==================== design 1
design_1/congestion_map.png
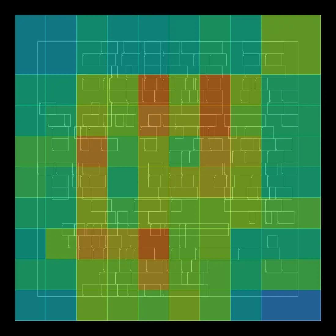

===== config.mk =====
export PLATFORM = sky130hd
export DESIGN_NAME = rr_sel_mux_flat
export DESIGN_NICKNAME = d
export VERILOG_FILES = /design/src/rtl/rr_sel_mux_if.sv /design/src/rtl/rr_sel_mux.sv /design/src/flat_wrapper.sv
export SDC_FILE = /design/constraint.sdc
export NUM_CORES = 1
export LEC_CHECK = 0
export ABC_CLOCK_PERIOD_IN_PS = 4800
export CAP_MARGIN = 40
export CORE_MARGIN = 5
export CORE_UTILIZATION = 30
export DETAILED_ROUTE_END_ITERATION = 12
export SLEW_MARGIN = 15
export SYNTH_ARGS = -nofsm -noshare
export SYNTH_HDL_FRONTEND = slang
export SYNTH_SLANG_ARGS = --single-unit

===== constraint.sdc =====
create_clock -name clk -period 4.8 [get_ports clk]
set_input_delay 0.96 -clock clk [delete_from_list [all_inputs] [get_ports clk]]
set_output_delay 0.96 -clock clk [all_outputs]
set_load 0.005 [all_outputs]

===== src/rtl/rr_sel_mux_if.sv =====
// Operand-selector bus: N_CH producer channels in, one registered word out.
// Producers and consumer use valid/ready; the selector sits on the slave side.
interface rr_sel_mux_if #(
  parameter int N_CH  = 4,
  parameter int WIDTH = 8
);
  localparam int SW = $clog2(N_CH);

  logic [N_CH-1:0]       in_valid;
  logic [N_CH*WIDTH-1:0] in_data;
  logic [N_CH-1:0]       in_ready;
  logic                  mode;
  logic [SW-1:0]         sel;
  logic                  out_valid;
  logic [WIDTH-1:0]      out_data;
  logic [SW-1:0]         out_ch;
  logic                  out_ready;

  modport master (
    output in_valid, in_data, mode, sel, out_ready,
    input  in_ready, out_valid, out_data, out_ch
  );

  modport slave (
    input  in_valid, in_data, mode, sel, out_ready,
    output in_ready, out_valid, out_data, out_ch
  );
endinterface


===== src/rtl/rr_sel_mux.sv =====
// Registered N:1 operand selector (round-robin or fixed sel), 1-cycle latency.
// One-entry output register; in_ready drops while the held word is stalled.
module rr_sel_mux #(
  parameter int N_CH  = 4,
  parameter int WIDTH = 8
) (
  input  logic         clk,
  input  logic         rst,
  rr_sel_mux_if.slave  bus
);
  localparam int SW = $clog2(N_CH);

  logic [SW-1:0]    ptr;
  logic [SW-1:0]    gidx;
  logic [N_CH-1:0]  grant;
  logic [WIDTH-1:0] gdat;
  logic             found;
  logic             space;
  logic             xfer;

  logic             vld_q;
  logic [WIDTH-1:0] dat_q;
  logic [SW-1:0]    ch_q;

  always_comb begin
    found = 1'b0;
    gidx  = '0;
    if (!bus.mode) begin
      // Scan offsets from farthest to nearest so the nearest valid channel after ptr wins.
      for (int k = N_CH; k >= 1; k--) begin
        for (int i = 0; i < N_CH; i++) begin
          if (bus.in_valid[i] && (i == ((int'(ptr) + k) % N_CH))) begin
            found = 1'b1;
            gidx  = SW'(i);
          end
        end
      end
    end else begin
      // An out-of-range sel matches no channel and so yields no grant.
      for (int i = 0; i < N_CH; i++) begin
        if (bus.in_valid[i] && (bus.sel == SW'(i))) begin
          found = 1'b1;
          gidx  = SW'(i);
        end
      end
    end
  end

  always_comb begin
    grant = '0;
    gdat  = '0;
    for (int i = 0; i < N_CH; i++) begin
      if (found && (gidx == SW'(i))) begin
        grant[i] = 1'b1;
        gdat     = bus.in_data[i*WIDTH +: WIDTH];
      end
    end
  end

  assign space        = ~vld_q | bus.out_ready;
  assign xfer         = found & space & ~rst;
  assign bus.in_ready = grant & {N_CH{xfer}};

  always_ff @(posedge clk or posedge rst) begin
    if (rst) begin
      vld_q <= 1'b0;
      dat_q <= '0;
      ch_q  <= '0;
      ptr   <= SW'(N_CH - 1);
    end else if (xfer) begin
      vld_q <= 1'b1;
      dat_q <= gdat;
      ch_q  <= gidx;
      if (!bus.mode) begin
        ptr <= gidx;
      end
    end else if (bus.out_ready) begin
      vld_q <= 1'b0;
    end
  end

  assign bus.out_valid = vld_q;
  assign bus.out_data  = dat_q;
  assign bus.out_ch    = ch_q;
endmodule

===== src/flat_wrapper.sv =====
// flat-port wrapper written by rule: the top's interface ports become plain ports
module rr_sel_mux_flat 
#(
  parameter int N_CH  = 4,
  parameter int WIDTH = 8
)
  (clk, rst, bus_in_valid, bus_in_data, bus_mode, bus_sel, bus_out_ready, bus_in_ready, bus_out_valid, bus_out_data, bus_out_ch);
  rr_sel_mux_if #(.N_CH(N_CH), .WIDTH(WIDTH)) bus_i ();
  input  logic clk;
  input  logic rst;
  input wire logic [$bits(bus_i.in_valid)-1:0] bus_in_valid;
  input wire logic [$bits(bus_i.in_data)-1:0] bus_in_data;
  input wire logic [$bits(bus_i.mode)-1:0] bus_mode;
  input wire logic [$bits(bus_i.sel)-1:0] bus_sel;
  input wire logic [$bits(bus_i.out_ready)-1:0] bus_out_ready;
  output wire logic [$bits(bus_i.in_ready)-1:0] bus_in_ready;
  output wire logic [$bits(bus_i.out_valid)-1:0] bus_out_valid;
  output wire logic [$bits(bus_i.out_data)-1:0] bus_out_data;
  output wire logic [$bits(bus_i.out_ch)-1:0] bus_out_ch;
  assign bus_i.in_valid = bus_in_valid;
  assign bus_i.in_data = bus_in_data;
  assign bus_i.mode = bus_mode;
  assign bus_i.sel = bus_sel;
  assign bus_i.out_ready = bus_out_ready;
  assign bus_in_ready = bus_i.in_ready;
  assign bus_out_valid = bus_i.out_valid;
  assign bus_out_data = bus_i.out_data;
  assign bus_out_ch = bus_i.out_ch;
  rr_sel_mux #(.N_CH(N_CH), .WIDTH(WIDTH)) u_core (.clk(clk), .rst(rst), .bus(bus_i));
endmodule

==================== design 2
[src/rtl/inst_fetch_unit_pkg.sv]
// Shared definitions for the instruction fetch unit: default widths, the bubble
// instruction and the fetch FSM state encoding.
package inst_fetch_unit_pkg;

   localparam int          DEF_PC_WIDTH   = 32;
   localparam int          DEF_INST_WIDTH = 32;
   localparam logic [31:0] DEF_NOP_INST   = 32'h0000_0013;  // addi x0,x0,0

   typedef enum logic [2:0] {
      S_IDLE = 3'd0,
      S_REQ  = 3'd1,
      S_WAIT = 3'd2,
      S_HOLD = 3'd3,
      S_KILL = 3'd4
   } ifu_state_t;

endpackage

[src/rtl/inst_fetch_unit_if_id_reg.sv]
// IF/ID pipeline register: flush beats stall, stall holds, otherwise load or bubble.
// With IFU_MISALIGN_CHK_EN defined it also carries the misaligned-fetch flag.
module inst_fetch_unit_if_id_reg
   import inst_fetch_unit_pkg::*;
#(
   parameter int                    PC_WIDTH   = DEF_PC_WIDTH,
   parameter int                    INST_WIDTH = DEF_INST_WIDTH,
   parameter logic [INST_WIDTH-1:0] NOP_INST   = DEF_NOP_INST
) (
   input  logic                  clk,
   input  logic                  rst_n,
   input  logic                  flush,
   input  logic                  stall,
   input  logic                  load,
   input  logic [PC_WIDTH-1:0]   load_pc,
   input  logic [INST_WIDTH-1:0] load_inst,
`ifdef IFU_MISALIGN_CHK_EN
   input  logic                  load_misalign,
   output logic                  misalign,
`endif
   output logic                  valid,
   output logic [PC_WIDTH-1:0]   pc,
   output logic [INST_WIDTH-1:0] inst
);

   always_ff @(posedge clk or negedge rst_n) begin
      if (!rst_n) begin
         valid <= 1'b0;
         pc    <= '0;
         inst  <= NOP_INST;
      end else if (flush) begin
         // pc is left alone on flush; only the payload is squashed
         valid <= 1'b0;
         inst  <= NOP_INST;
      end else if (!stall) begin
         if (load) begin
            valid <= 1'b1;
            pc    <= load_pc;
            inst  <= load_inst;
         end else begin
            valid <= 1'b0;
            inst  <= NOP_INST;
         end
      end
   end

`ifdef IFU_MISALIGN_CHK_EN
   // The flag follows loads and flushes only; bubbles leave it untouched
   always_ff @(posedge clk or negedge rst_n) begin
      if (!rst_n) begin
         misalign <= 1'b0;
      end else if (flush) begin
         misalign <= 1'b0;
      end else if (!stall && load) begin
         misalign <= load_misalign;
      end
   end
`endif

endmodule

[src/rtl/inst_fetch_unit.sv]
// IF stage: one-outstanding-request fetch FSM feeding the IF/ID register.
// Optional IFU_MISALIGN_CHK_EN adds if_id_misalign and suppresses misaligned fetches.
module inst_fetch_unit
   import inst_fetch_unit_pkg::*;
#(
   parameter int                    PC_WIDTH   = DEF_PC_WIDTH,
   parameter int                    INST_WIDTH = DEF_INST_WIDTH,
   parameter logic [INST_WIDTH-1:0] NOP_INST   = DEF_NOP_INST
) (
   input  logic                  clk,
   input  logic                  rst_n,
   input  logic [PC_WIDTH-1:0]   pc,
   input  logic                  flush,
   input  logic                  stall,
   output logic                  imem_req,
   output logic [PC_WIDTH-1:0]   imem_addr,
   input  logic                  imem_rvalid,
   input  logic [INST_WIDTH-1:0] imem_rdata,
   output logic                  fetch_stall,
`ifdef IFU_MISALIGN_CHK_EN
   output logic                  if_id_misalign,
`endif
   output logic                  if_id_valid,
   output logic [PC_WIDTH-1:0]   if_id_pc,
   output logic [INST_WIDTH-1:0] if_id_inst
);

   ifu_state_t            state_reg, state_next;
   logic [PC_WIDTH-1:0]   req_pc_reg;
   logic [INST_WIDTH-1:0] hold_buf_reg;

   logic                  deliver;
   logic [PC_WIDTH-1:0]   deliver_pc;
   logic [INST_WIDTH-1:0] deliver_inst;
   logic                  capture_hold;

   assign imem_addr   = {pc[PC_WIDTH-1:2], 2'b00};
   // Released during flush as well, so program_counter loads the branch target
   assign fetch_stall = !flush && !deliver;

   always_comb begin
      state_next   = state_reg;
      imem_req     = 1'b0;
      deliver      = 1'b0;
      deliver_pc   = req_pc_reg;
      deliver_inst = imem_rdata;
      capture_hold = 1'b0;
      case (state_reg)
         S_IDLE: state_next = S_REQ;
         S_REQ: begin
            if (!flush) begin
`ifdef IFU_MISALIGN_CHK_EN
               if (pc[1:0] != 2'b00) begin
                  // No memory access; hand a bubble marked misaligned downstream
                  if (!stall) begin
                     deliver      = 1'b1;
                     deliver_pc   = pc;
                     deliver_inst = NOP_INST;
                  end
               end else
`endif
               begin
                  imem_req   = 1'b1;
                  state_next = S_WAIT;
               end
            end
         end
         S_WAIT: begin
            if (flush) begin
               state_next = imem_rvalid ? S_REQ : S_KILL;
            end else if (imem_rvalid) begin
               if (stall) begin
                  capture_hold = 1'b1;
                  state_next   = S_HOLD;
               end else begin
                  deliver    = 1'b1;
                  state_next = S_REQ;
               end
            end
         end
         S_HOLD: begin
            if (flush) begin
               state_next = S_REQ;
            end else if (!stall) begin
               deliver      = 1'b1;
               deliver_inst = hold_buf_reg;
               state_next   = S_REQ;
            end
         end
         // The stale response must drain before a new request may issue
         S_KILL: begin
            if (imem_rvalid) state_next = S_REQ;
         end
         default: state_next = S_IDLE;
      endcase
   end

   always_ff @(posedge clk or negedge rst_n) begin
      if (!rst_n) begin
         state_reg    <= S_IDLE;
         req_pc_reg   <= '0;
         hold_buf_reg <= '0;
      end else begin
         state_reg <= state_next;
         if (imem_req)     req_pc_reg   <= pc;
         if (capture_hold) hold_buf_reg <= imem_rdata;
      end
   end

   inst_fetch_unit_if_id_reg #(
      .PC_WIDTH   (PC_WIDTH),
      .INST_WIDTH (INST_WIDTH),
      .NOP_INST   (NOP_INST)
   ) u_if_id_reg (
      .clk           (clk),
      .rst_n         (rst_n),
      .flush         (flush),
      .stall         (stall),
      .load          (deliver),
      .load_pc       (deliver_pc),
      .load_inst     (deliver_inst),
`ifdef IFU_MISALIGN_CHK_EN
      .load_misalign (state_reg == S_REQ),
      .misalign      (if_id_misalign),
`endif
      .valid         (if_id_valid),
      .pc            (if_id_pc),
      .inst          (if_id_inst)
   );

endmodule

[config.mk]
export PLATFORM = sky130hd
export DESIGN_NAME = inst_fetch_unit
export DESIGN_NICKNAME = d
export VERILOG_FILES = /design/src/rtl/inst_fetch_unit_pkg.sv /design/src/rtl/inst_fetch_unit_if_id_reg.sv /design/src/rtl/inst_fetch_unit.sv
export SDC_FILE = /design/constraint.sdc
export NUM_CORES = 1
export LEC_CHECK = 0
export ABC_AREA = 1
export CORE_MARGIN = 8
export CORE_UTILIZATION = 38
export DETAILED_ROUTE_END_ITERATION = 10
export GPL_ROUTABILITY_DRIVEN = 0
export PLACE_DENSITY = 0.78
export SLEW_MARGIN = 20
export SYNTH_ARGS = -nofsm -noshare
export SYNTH_HDL_FRONTEND = slang
export SYNTH_SLANG_ARGS = --single-unit
[constraint.sdc]
create_clock -name clk -period 1.7 [get_ports clk]
set_input_delay 0.34 -clock clk [delete_from_list [all_inputs] [get_ports clk]]
set_output_delay 0.34 -clock clk [all_outputs]
set_load 0.005 [all_outputs]
==================== design 3
--- src/rtl/usb_sof_timer.sv ---
`default_nettype none
// ============================================================================
//  Module   : usb_sof_timer
//  Purpose  : Locks a local frame timer to received USB SOF strobes, measures
//             the frame period, and keeps producing frame ticks (holdover)
//             when SOFs go missing.
//  Options  : define USB_SOF_TIMER_AVG_EN to smooth period updates in LOCKED
//             with a 1/8 first-order filter instead of loading each sample.
//  Revision : 1.0 - initial release
// ============================================================================
module usb_sof_timer #(
    parameter int NOM_PERIOD = 48000,
    parameter int TOL        = 480,
    parameter int LOCK_CNT   = 4
) (
    input  logic        clk,
    input  logic        rst,
    input  logic        sof_i,
    input  logic        usb_reset_i,
    output logic        tick_o,
    output logic [15:0] period_o,
    output logic [10:0] frame_cnt_o,
    output logic [7:0]  miss_cnt_o,
    output logic        lock_o,
    output logic [1:0]  state_o
);

    typedef enum logic [1:0] {
        S_HUNT     = 2'd0,
        S_LOCKED   = 2'd1,
        S_HOLDOVER = 2'd2
    } state_t;

    localparam logic [15:0] C_NOM  = 16'(NOM_PERIOD);
    localparam logic [16:0] C_TOL  = 17'(TOL);
    localparam logic [3:0]  C_LOCK = 4'(LOCK_CNT);

    state_t      r_state, w_state_nxt;
    logic [15:0] r_cnt;
    logic [15:0] r_ph, w_ph_nxt;
    logic [15:0] r_period, w_period_nxt;
    logic [3:0]  r_good, w_good_nxt;
    logic        r_prev, w_prev_nxt;
    logic        r_tick, w_tick_nxt;
    logic [10:0] r_frame;
    logic [7:0]  r_miss;
    logic        w_miss_inc;
    logic        w_sof;
    logic [15:0] w_dev;
    logic        w_valid;
    logic        w_thresh;
    logic [15:0] w_upd_period;

    // A SOF seen during bus reset is discarded entirely
    assign w_sof    = sof_i & ~usb_reset_i;
    assign w_dev    = (r_cnt >= C_NOM) ? (r_cnt - C_NOM) : (C_NOM - r_cnt);
    assign w_valid  = r_prev & ({1'b0, w_dev} <= C_TOL);
    assign w_thresh = ({1'b0, r_cnt} == ({1'b0, r_period} + C_TOL));

`ifdef USB_SOF_TIMER_AVG_EN
    logic signed [16:0] w_avg_diff;
    logic signed [16:0] w_avg_sum;
    assign w_avg_diff = $signed({1'b0, r_cnt}) - $signed({1'b0, r_period});
    assign w_avg_sum  = $signed({1'b0, r_period}) + (w_avg_diff >>> 3);
    // The filtered value always lies between period and sample, so bit 16
    // stays clear; holding the old period is a safe fallback if it ever set.
    assign w_upd_period = w_avg_sum[16] ? r_period : w_avg_sum[15:0];
`else
    assign w_upd_period = r_cnt;
`endif

    // Next-state, period tracking and tick/miss generation
    always_comb begin
        w_state_nxt  = r_state;
        w_good_nxt   = r_good;
        w_prev_nxt   = r_prev;
        w_period_nxt = r_period;
        w_ph_nxt     = r_ph;
        w_tick_nxt   = 1'b0;
        w_miss_inc   = 1'b0;
        if (usb_reset_i) begin
            w_state_nxt  = S_HUNT;
            w_good_nxt   = 4'd0;
            w_prev_nxt   = 1'b0;
            w_period_nxt = C_NOM;
        end else begin
            if (w_sof) begin
                w_tick_nxt = 1'b1;
                w_prev_nxt = 1'b1;
            end
            case (r_state)
                S_HUNT: begin
                    w_period_nxt = C_NOM;
                    if (w_sof) begin
                        if (w_valid) begin
                            w_good_nxt = r_good + 4'd1;
                            if ((r_good + 4'd1) == C_LOCK) begin
                                w_state_nxt  = S_LOCKED;
                                w_period_nxt = r_cnt;
                            end
                        end else begin
                            w_good_nxt = 4'd0;
                        end
                    end
                end
                S_LOCKED: begin
                    if (w_sof) begin
                        if (w_valid) begin
                            w_period_nxt = w_upd_period;
                        end else begin
                            w_state_nxt  = S_HUNT;
                            w_good_nxt   = 4'd0;
                            w_period_nxt = C_NOM;
                        end
                    end else if (w_thresh) begin
                        w_state_nxt = S_HOLDOVER;
                        w_tick_nxt  = 1'b1;
                        w_miss_inc  = 1'b1;
                        w_ph_nxt    = 16'd1;
                    end
                end
                S_HOLDOVER: begin
                    // A SOF only realigns; its interval is not a sample
                    if (w_sof) begin
                        w_state_nxt = S_LOCKED;
                    end else if (r_ph == r_period) begin
                        w_ph_nxt   = 16'd1;
                        w_tick_nxt = 1'b1;
                        w_miss_inc = 1'b1;
                    end else begin
                        w_ph_nxt = r_ph + 16'd1;
                    end
                end
                default: begin
                    w_state_nxt = S_HUNT;
                end
            endcase
        end
    end

    // Control state registers
    always_ff @(posedge clk or posedge rst) begin
        if (rst) begin
            r_state  <= S_HUNT;
            r_good   <= 4'd0;
            r_prev   <= 1'b0;
            r_period <= C_NOM;
            r_ph     <= 16'd0;
            r_tick   <= 1'b0;
        end else begin
            r_state  <= w_state_nxt;
            r_good   <= w_good_nxt;
            r_prev   <= w_prev_nxt;
            r_period <= w_period_nxt;
            r_ph     <= w_ph_nxt;
            r_tick   <= w_tick_nxt;
        end
    end

    // Interval counter plus frame and miss counters
    always_ff @(posedge clk or posedge rst) begin
        if (rst) begin
            r_cnt   <= 16'd0;
            r_frame <= 11'd0;
            r_miss  <= 8'd0;
        end else begin
            if (w_sof) begin
                r_cnt <= 16'd1;
            end else if (r_cnt != 16'hFFFF) begin
                r_cnt <= r_cnt + 16'd1;
            end
            if (usb_reset_i) begin
                r_frame <= 11'd0;
                r_miss  <= 8'd0;
            end else begin
                if (w_tick_nxt) begin
                    r_frame <= r_frame + 11'd1;
                end
                if (w_miss_inc && (r_miss != 8'hFF)) begin
                    r_miss <= r_miss + 8'd1;
                end
            end
        end
    end

    assign tick_o      = r_tick;
    assign period_o    = r_period;
    assign frame_cnt_o = r_frame;
    assign miss_cnt_o  = r_miss;
    assign lock_o      = (r_state != S_HUNT);
    assign state_o     = r_state;

endmodule
`default_nettype wire

--- config.mk ---
export PLATFORM = sky130hd
export DESIGN_NAME = usb_sof_timer
export DESIGN_NICKNAME = d
export VERILOG_FILES = /design/src/rtl/usb_sof_timer.sv
export SDC_FILE = /design/constraint.sdc
export NUM_CORES = 1
export LEC_CHECK = 0
export ABC_CLOCK_PERIOD_IN_PS = 8100
export CORE_ASPECT_RATIO = 1.2
export CORE_MARGIN = 2
export CORE_UTILIZATION = 63
export CTS_BUF_LIST = sky130_fd_sc_hd__clkbuf_16
export CTS_CLUSTER_SIZE = 12
export DETAILED_ROUTE_END_ITERATION = 6
export GPL_TIMING_DRIVEN = 0
export PLACE_DENSITY_LB_ADDON = 0.05
export SKIP_LAST_GASP = 1
export SYNTH_ARGS = -nofsm -noshare
export SYNTH_HDL_FRONTEND = slang
export SYNTH_SLANG_ARGS = --single-unit
--- constraint.sdc ---
create_clock -name clk -period 8.1 [get_ports clk]
set_input_delay 0.81 -clock clk [delete_from_list [all_inputs] [get_ports clk]]
set_output_delay 0.81 -clock clk [all_outputs]
set_load 0.005 [all_outputs]
==================== design 4
## src/rtl/score_bcd_conv.sv

```systemverilog
// Sequential binary-to-BCD converter (double dabble, one bit per clock) feeding
// the four digit inputs of the 7-segment display driver; saturates at MAX_DEC.
module score_bcd_conv #(
    parameter int BIN_W   = 14,
    parameter int MAX_DEC = 9999
) (
    input  logic             clk,
    input  logic             rst_n,
    input  logic             start,
    input  logic [BIN_W-1:0] bin,
    output logic             busy,
    output logic             done,
    output logic             ovf,
    output logic [3:0]       num3,
    output logic [3:0]       num2,
    output logic [3:0]       num1,
    output logic [3:0]       num0
);
    // state | meaning
    // IDLE  | waiting for start; also the cycle in which done is high
    // SHIFT | one add-3 correction plus shift per edge, BIN_W edges in total
    // LOAD  | copy scratch nibbles to the digit outputs, pulse done
    typedef enum logic [1:0] {IDLE, SHIFT, LOAD} state_t;

    localparam int                CNT_W    = $clog2(BIN_W + 1);
    localparam logic [BIN_W-1:0]  MAX_OP   = BIN_W'(MAX_DEC);
    localparam logic [CNT_W-1:0]  CNT_INIT = CNT_W'(BIN_W);
    localparam logic [CNT_W-1:0]  CNT_LAST = CNT_W'(1);

    state_t             state, state_nx;
    logic               accept;
    logic [BIN_W-1:0]   operand;
    logic [15:0]        scratch;
    logic [15:0]        adj;
    logic [BIN_W+15:0]  shifted;
    logic [CNT_W-1:0]   cnt;
    logic               ovf_int;

    always_ff @(posedge clk or negedge rst_n) begin
        if (!rst_n) state <= IDLE;
        else        state <= state_nx;
    end

    always_comb begin
        state_nx = state;
        accept   = 1'b0;
        case (state)
            IDLE: begin
                if (start) begin
                    accept   = 1'b1;
                    state_nx = SHIFT;
                end
            end
            SHIFT:   if (cnt == CNT_LAST) state_nx = LOAD;
            LOAD:    state_nx = IDLE;
            default: state_nx = IDLE;
        endcase
    end

    // All four nibbles are corrected in parallel before the shift.
    always_comb begin
        adj = scratch;
        for (int i = 0; i < 4; i++) begin
            if (scratch[4*i +: 4] >= 4'd5) adj[4*i +: 4] = scratch[4*i +: 4] + 4'd3;
        end
    end

    assign shifted = {adj, operand} << 1;

    always_ff @(posedge clk or negedge rst_n) begin
        if (!rst_n) begin
            operand <= '0;
            scratch <= '0;
            cnt     <= '0;
            ovf_int <= 1'b0;
            busy    <= 1'b0;
            done    <= 1'b0;
            ovf     <= 1'b0;
            num3    <= '0;
            num2    <= '0;
            num1    <= '0;
            num0    <= '0;
        end else begin
            done <= 1'b0;
            if (accept) begin
                operand <= (bin > MAX_OP) ? MAX_OP : bin;
                ovf_int <= (bin > MAX_OP);
                scratch <= '0;
                cnt     <= CNT_INIT;
                busy    <= 1'b1;
            end else if (state == SHIFT) begin
                scratch <= shifted[BIN_W+15:BIN_W];
                operand <= shifted[BIN_W-1:0];
                cnt     <= cnt - CNT_LAST;
            end else if (state == LOAD) begin
                num3 <= scratch[15:12];
                num2 <= scratch[11:8];
                num1 <= scratch[7:4];
                num0 <= scratch[3:0];
                ovf  <= ovf_int;
                done <= 1'b1;
                busy <= 1'b0;
            end
        end
    end
endmodule

```

## config.mk

```make
export PLATFORM = sky130hd
export DESIGN_NAME = score_bcd_conv
export DESIGN_NICKNAME = d
export VERILOG_FILES = /design/src/rtl/score_bcd_conv.sv
export SDC_FILE = /design/constraint.sdc
export NUM_CORES = 1
export LEC_CHECK = 0
export CAP_MARGIN = 20
export CORE_ASPECT_RATIO = 0.8
export CORE_MARGIN = 4
export CORE_UTILIZATION = 49
export DETAILED_ROUTE_END_ITERATION = 12
export PLACE_DENSITY_LB_ADDON = 0.2
export RECOVER_POWER = 50
export SYNTH_ARGS = -nofsm -noshare
export SYNTH_HDL_FRONTEND = slang
export SYNTH_SLANG_ARGS = --single-unit
```

## constraint.sdc

```tcl
create_clock -name clk -period 1.3 [get_ports clk]
set_input_delay 0.26 -clock clk [delete_from_list [all_inputs] [get_ports clk]]
set_output_delay 0.26 -clock clk [all_outputs]
set_load 0.005 [all_outputs]
```


## Gallery

A small window of the routed layout.
panel A
Window x 22 to 47, y 91 to 116 microns. Cells in grey, sequential cells in the stronger grey; small squares are vias.
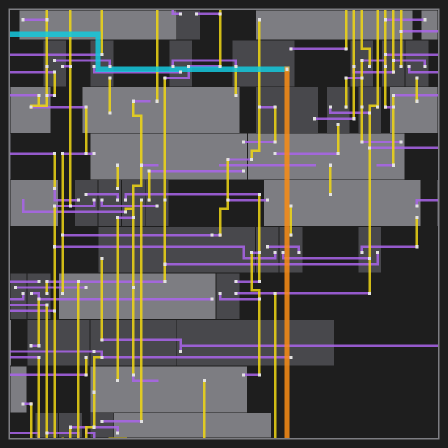
panel B
Window x 9 to 34, y 64 to 89 microns. Cells in grey, sequential cells in the stronger grey; small squares are vias.
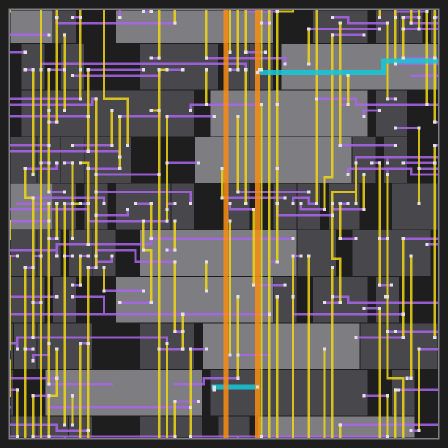
panel C
Window x 5 to 30, y 39 to 64 microns. Cells in grey, sequential cells in the stronger grey; small squares are vias.
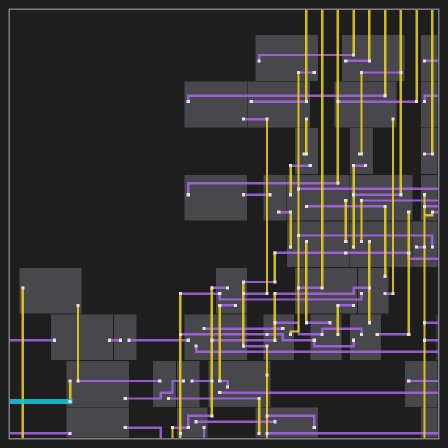
panel D
Window x 10 to 35, y 43 to 68 microns. Cells in grey, sequential cells in the stronger grey; small squares are vias.
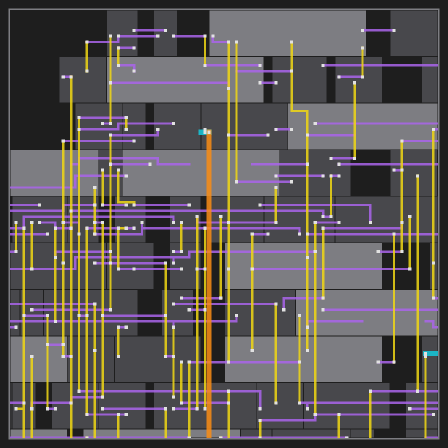
For design 4, see panel D.
For design 2, see panel A.
For design 3, see panel B.
For design 1, see panel C.

design_4/class_map.png
(4 px per micron)
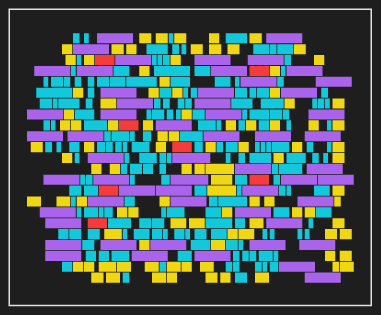
[red] clock drivers and dummy loads | cells: 7
[purple] sequential cells | cells: 56
[cyan] remaining logic cells | cells: 181
[yellow] remaining buffers and delay cells | cells: 99

==> flow_summary.yaml, design 4 <==
# implementation run metrics
outcome:
  status: "finished with violations"
  violations: "negative setup slack"
layout:
  fillers: 355
  seq_cell_count: 56
  n_all_inverters: 15
  clkbuf_count: 7
worst_setup_path:
  cp-start-kind: "flop"
  cp.depth: 4
  worstRegToRegCells: 4
  timing.rr.end: "operand[1]"
timing:
  finalSetupViolCount: 7
  worst_slack_ns: -0.0265
pwr:
  sw_frac_of_total: 0.364
detailed_routing:
  wl_per_cell_microns: 14.6
global_route:
  grt_pass1_wl_microns: 9310
  grt_max_degree: 32
  grt_remaining_overflow: 0
placement:
  routabilityCongestion: 0.800
die:
  die_h_microns: 73.7
clocking:
  cts_tree: "done"
synth:
  synth.distinct_cells: 44
[design 4: registers in the layout, summed over array words and instances, names as in the netlist, 2 cells and up]
register and count:
scratch 16, operand 14, cnt 4, num0 4
num1 4, num2 4, num3 4, state 2
[design 4: per-layer routing]
layer / vias to the layer above / share of wire / GRT usage
li1: 1065 / - / -
met1: 1025 / 0.47 / 0.230
met2: 32 / 0.48 / 0.298
met3: 4 / 0.037 / 0.0358
met4: 0 / 0.0081 / 0.0713
met5: - / 0 / 0
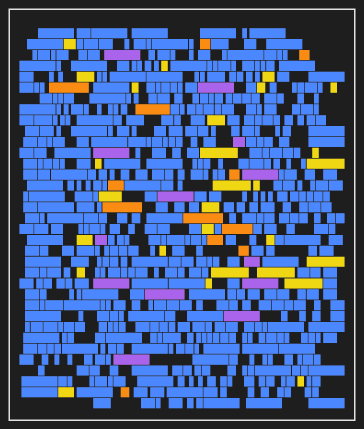
design_3/sizing.png
(4 px per micron)
[blue] x1 and smaller | cells: 580
[purple] x6 and larger | cells: 13
[orange] x3 and x4 | cells: 12
[yellow] x2 | cells: 28

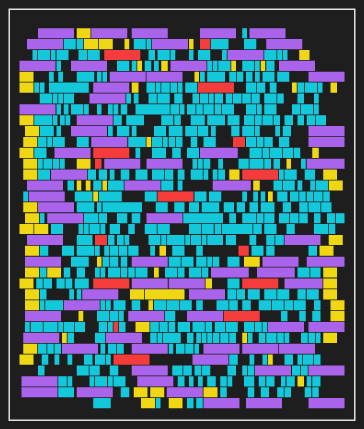
design_3/class_map.png
(4 px per micron)
[red] clock drivers and dummy loads | cells: 15
[yellow] remaining buffers and delay cells | cells: 74
[cyan] remaining logic cells | cells: 469
[purple] sequential cells | cells: 75

==> flow_summary.yaml, design 3 <==
# implementation run metrics
layout:
  final_common_cell: "dfrtp_1"
  register_area_sq_um: 1890
  seq_cell_count: 75
  most-common-layout-cells: "dfrtp_1 (68), nor2_1 (67), xnor2_1 (42)"
job:
  drv_cap: 0
worst_setup_path:
  worstRegToRegCells: 10
  ff2ff_setup_slack_ns: 4.59
  slowest_delay_ns: 0.46
detailed_routing:
  drtPass1Iterations: 5
  ant_nets: 0
clocking:
  cts_inserted_buffers: 9
  htreeDepth: 3
  postCtsSetupRepairBufs: 0
  clock_latency_ns: 0.34
min_path:
  hold_depth: 1
  hold_path_class: "reg2reg"
placement:
  dp_cells: 710
  io_buffer_count: 41
global_route:
  grt_remaining_overflow: 0
synth:
  synth_cells: 576
  common_cells: "dfrtp_1 (68), nor2_1 (67), xnor2_1 (42)"
  yosysCellCount: 576
  flop_cell: "dfrtp_1"
  synth.distinct_cells: 65
die:
  fp.dieW_microns: 86.0
  die-area_sq_um: 8800
pwr:
  combPwrFrac: 0.224
outcome:
  status: "complete, no violations"
-- design 3: worst max-delay path: cells and delay by family, from the launching register on --
family / cells / cell delay, ns
flops: 1 / 0.37
buf+inv: 2 / 0.71
simple gates: 4 / 1.12
compound gates: 4 / 1.23
-- design 3: cells by family (layout without fill, tap and decap cells) --
group / after synthesis / count (layout) / synth area share
buffers and inverters: 54 / 111 / 0.0448
adders and majority gates: 13 / 13 / 0.0320
and+or+nand+nor: 234 / 234 / 0.241
AOI/OAI and AO/OA: 132 / 132 / 0.191
xor gates and xnor gates: 60 / 60 / 0.103
muxes: 8 / 8 / 0.0163
DFF: 75 / 75 / 0.371
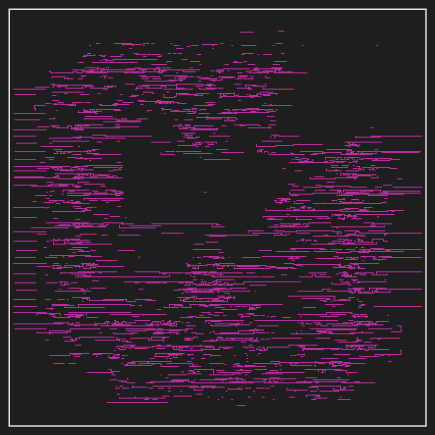
design_2/m1.png
(3 px per micron)
wire length on this layer: 6290 microns
share of all routed wire: 44%
main direction: horizontal
longest straight run: 31.3 microns
nets with wire on the layer: 816

==> flow_summary.yaml, design 2 <==
# implementation run metrics
synth:
  xor_share: 0
  yosysCellCount: 689
  adder_share: 0
  logic_family: "simple AND/OR/NAND/NOR gates"
clocking:
  cts_inserted_buffers: 17
layout:
  syn2layout_area_growth_pct: 43.1
  clockNetworkAreaShare: 0.0743
timing:
  finClkSkew_ns: 0.00531
  worst_slack_ns: 0.00411
placement:
  hpwlAfterDp_microns: 9660
worst_setup_path:
  worstSetupStartpoint: "state_reg[2]"
  required_ns: 1.36
detailed_routing:
  wl_microns: 14200
  wl_met2_microns: 6840
  drt-met1-wl_microns: 6290
  drtPass1Iterations: 4
pwr:
  p_leak_nw: 4.25
outcome:
  status: "complete, no violations"
## design 2: power by group through the flow
stage | combinational, W | clock (W) | sequential, W
after floorplan | 0.00187 | 0 | 0.00496
after global placement | 0.00363 | 0 | 0.00498
after detailed placement | 0.00372 | 0 | 0.00502
after CTS | 0.00377 | 0.00374 | 0.00500
after global routing | 0.00428 | 0.00390 | 0.00516
final | 0.00374 | 0.00366 | 0.00499
## design 2: what timing repair did
item | CTS | global route
hold endpoints to repair | 31 | 0
resized | 17 | 18
pin swaps | 3 | 2
endpoints found under the setup margin | 5 | 76
setup buffers | 2 | 4
hold buffers | 1 | 0
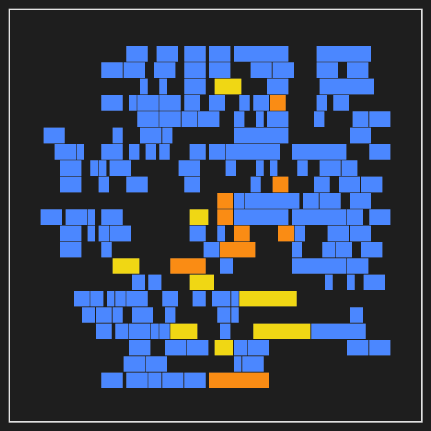
design_1/sizing.png
(6 px per micron)
[yellow] x2 | cells: 8
[blue] x1 and smaller | cells: 153
[orange] x3 and x4 | cells: 9
Final Cell Area: 1650 sq um
Synth-to-Final Area Change: 60.4%
bufs w/o clock: 59

## Picture notes: design_1/congestion_map.png
global routing usage on met1: 0.175
GRT met2 Usage: 0.194
Routed WL per cell: 13.9 microns
busiest layer in global routing: met2
GR Layer Usage met3: 0.0178

==> flow_summary.yaml, design 1 <==
# implementation run metrics
outcome:
  status: "complete, no violations"
synth:
  ys_warn_count: 0
  async_flop_share: 1.00
  ys_sh_simple: 0.178
  flop_cell: "dfrtp_1"
die:
  fp-utilization: 0.308
  rows: 21
pwr:
  p_leak_nw: 0.670
  pg_comb_w: 0.000231
  p_seq_frac: 0.358
worst_setup_path:
  worstRegToRegCells: 7
  cpLargestDelayFamily: "buffers and inverters"
  timing.rr.end: "u_core.bus.out_data[0]"
  required_ns: 3.84
  cp-end-kind: "primary output"
  ff2ff_setup_slack_ns: 2.62
timing:
  fmax_mhz: 237
  worst_slack_ns: 0.587
  slew_headroom: 0.583
  fin_crit_sh: 0.878
  hold_violations: 0
  fin_crit_ns: 4.21
detailed_routing:
  viasPerCell: 4.71
placement:
  io_buffer_count: 56
clocking:
  clk_pin_slew_worst_paths_ns: 0.08
min_path:
  hold_path_class: "reg2reg"
==> design 1: metal layers <==
metal | wire length (microns) | track usage
met4 | 26 | 0.0447
met1 | 1440 | 0.175
met5 | 0 | 0
met3 | 175 | 0.0178
met2 | 1360 | 0.194
==> design 1: flip-flops by register name, indices dropped and copies added (netlist names) <==
register	count
u_core.bus.out_data	8
u_core.bus.out_ch	2
u_core.ptr	2
u_core.bus.out_valid	1
==> design 1: final cells by class <==
cell class,instances,area [sq um]
timing repair buffer,59,583
fill,343,1690
tap,46,57.6
clock buffer,4,26.3
inverter,10,37.5
sequential,13,328
multi-input combinational,84,616


==> notes/layouts.md <==
Pictures saved along the way, in no particular order.

Routing congestion.
shot_01.png
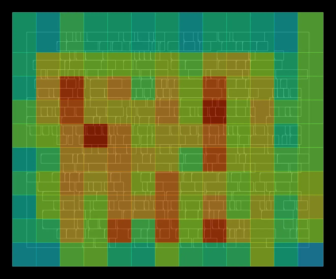
shot_02.png
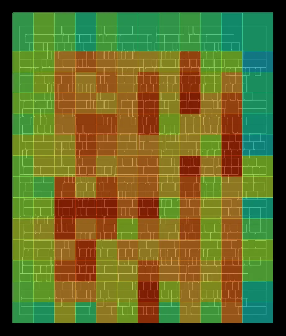
shot_03.png
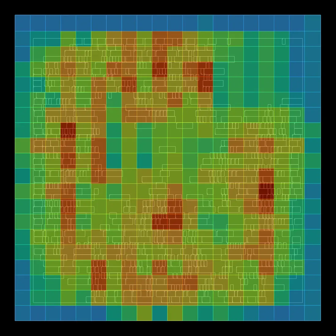
Design 2 is shot_03.png.
Design 4 is shot_01.png.
Design 3 is shot_02.png.
Of these, highest track usage: shot_02.png


==> gallery <==
M1 wires.
picture 1
(6 px per micron)
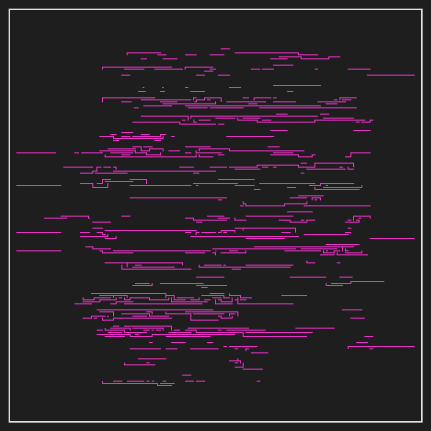
picture 2
(4 px per micron)
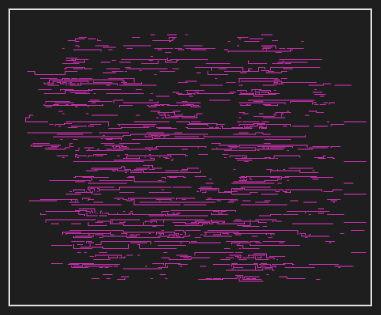
picture 3
(4 px per micron)
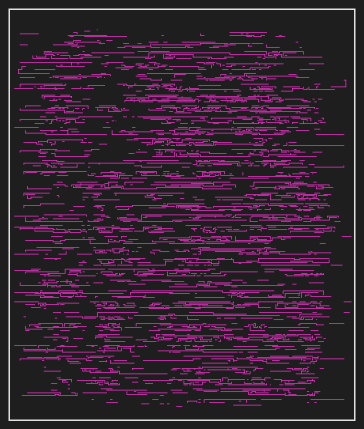
- largest die: picture 3
- smallest die: picture 1
For design 3, see picture 3.
For design 4, see picture 2.
For design 1, see picture 1.

Key to picture 2:
wire length on this layer: 2790 microns
share of all routed wire: 47%

No activity file was given, so power comes from the tool's default toggle rates.
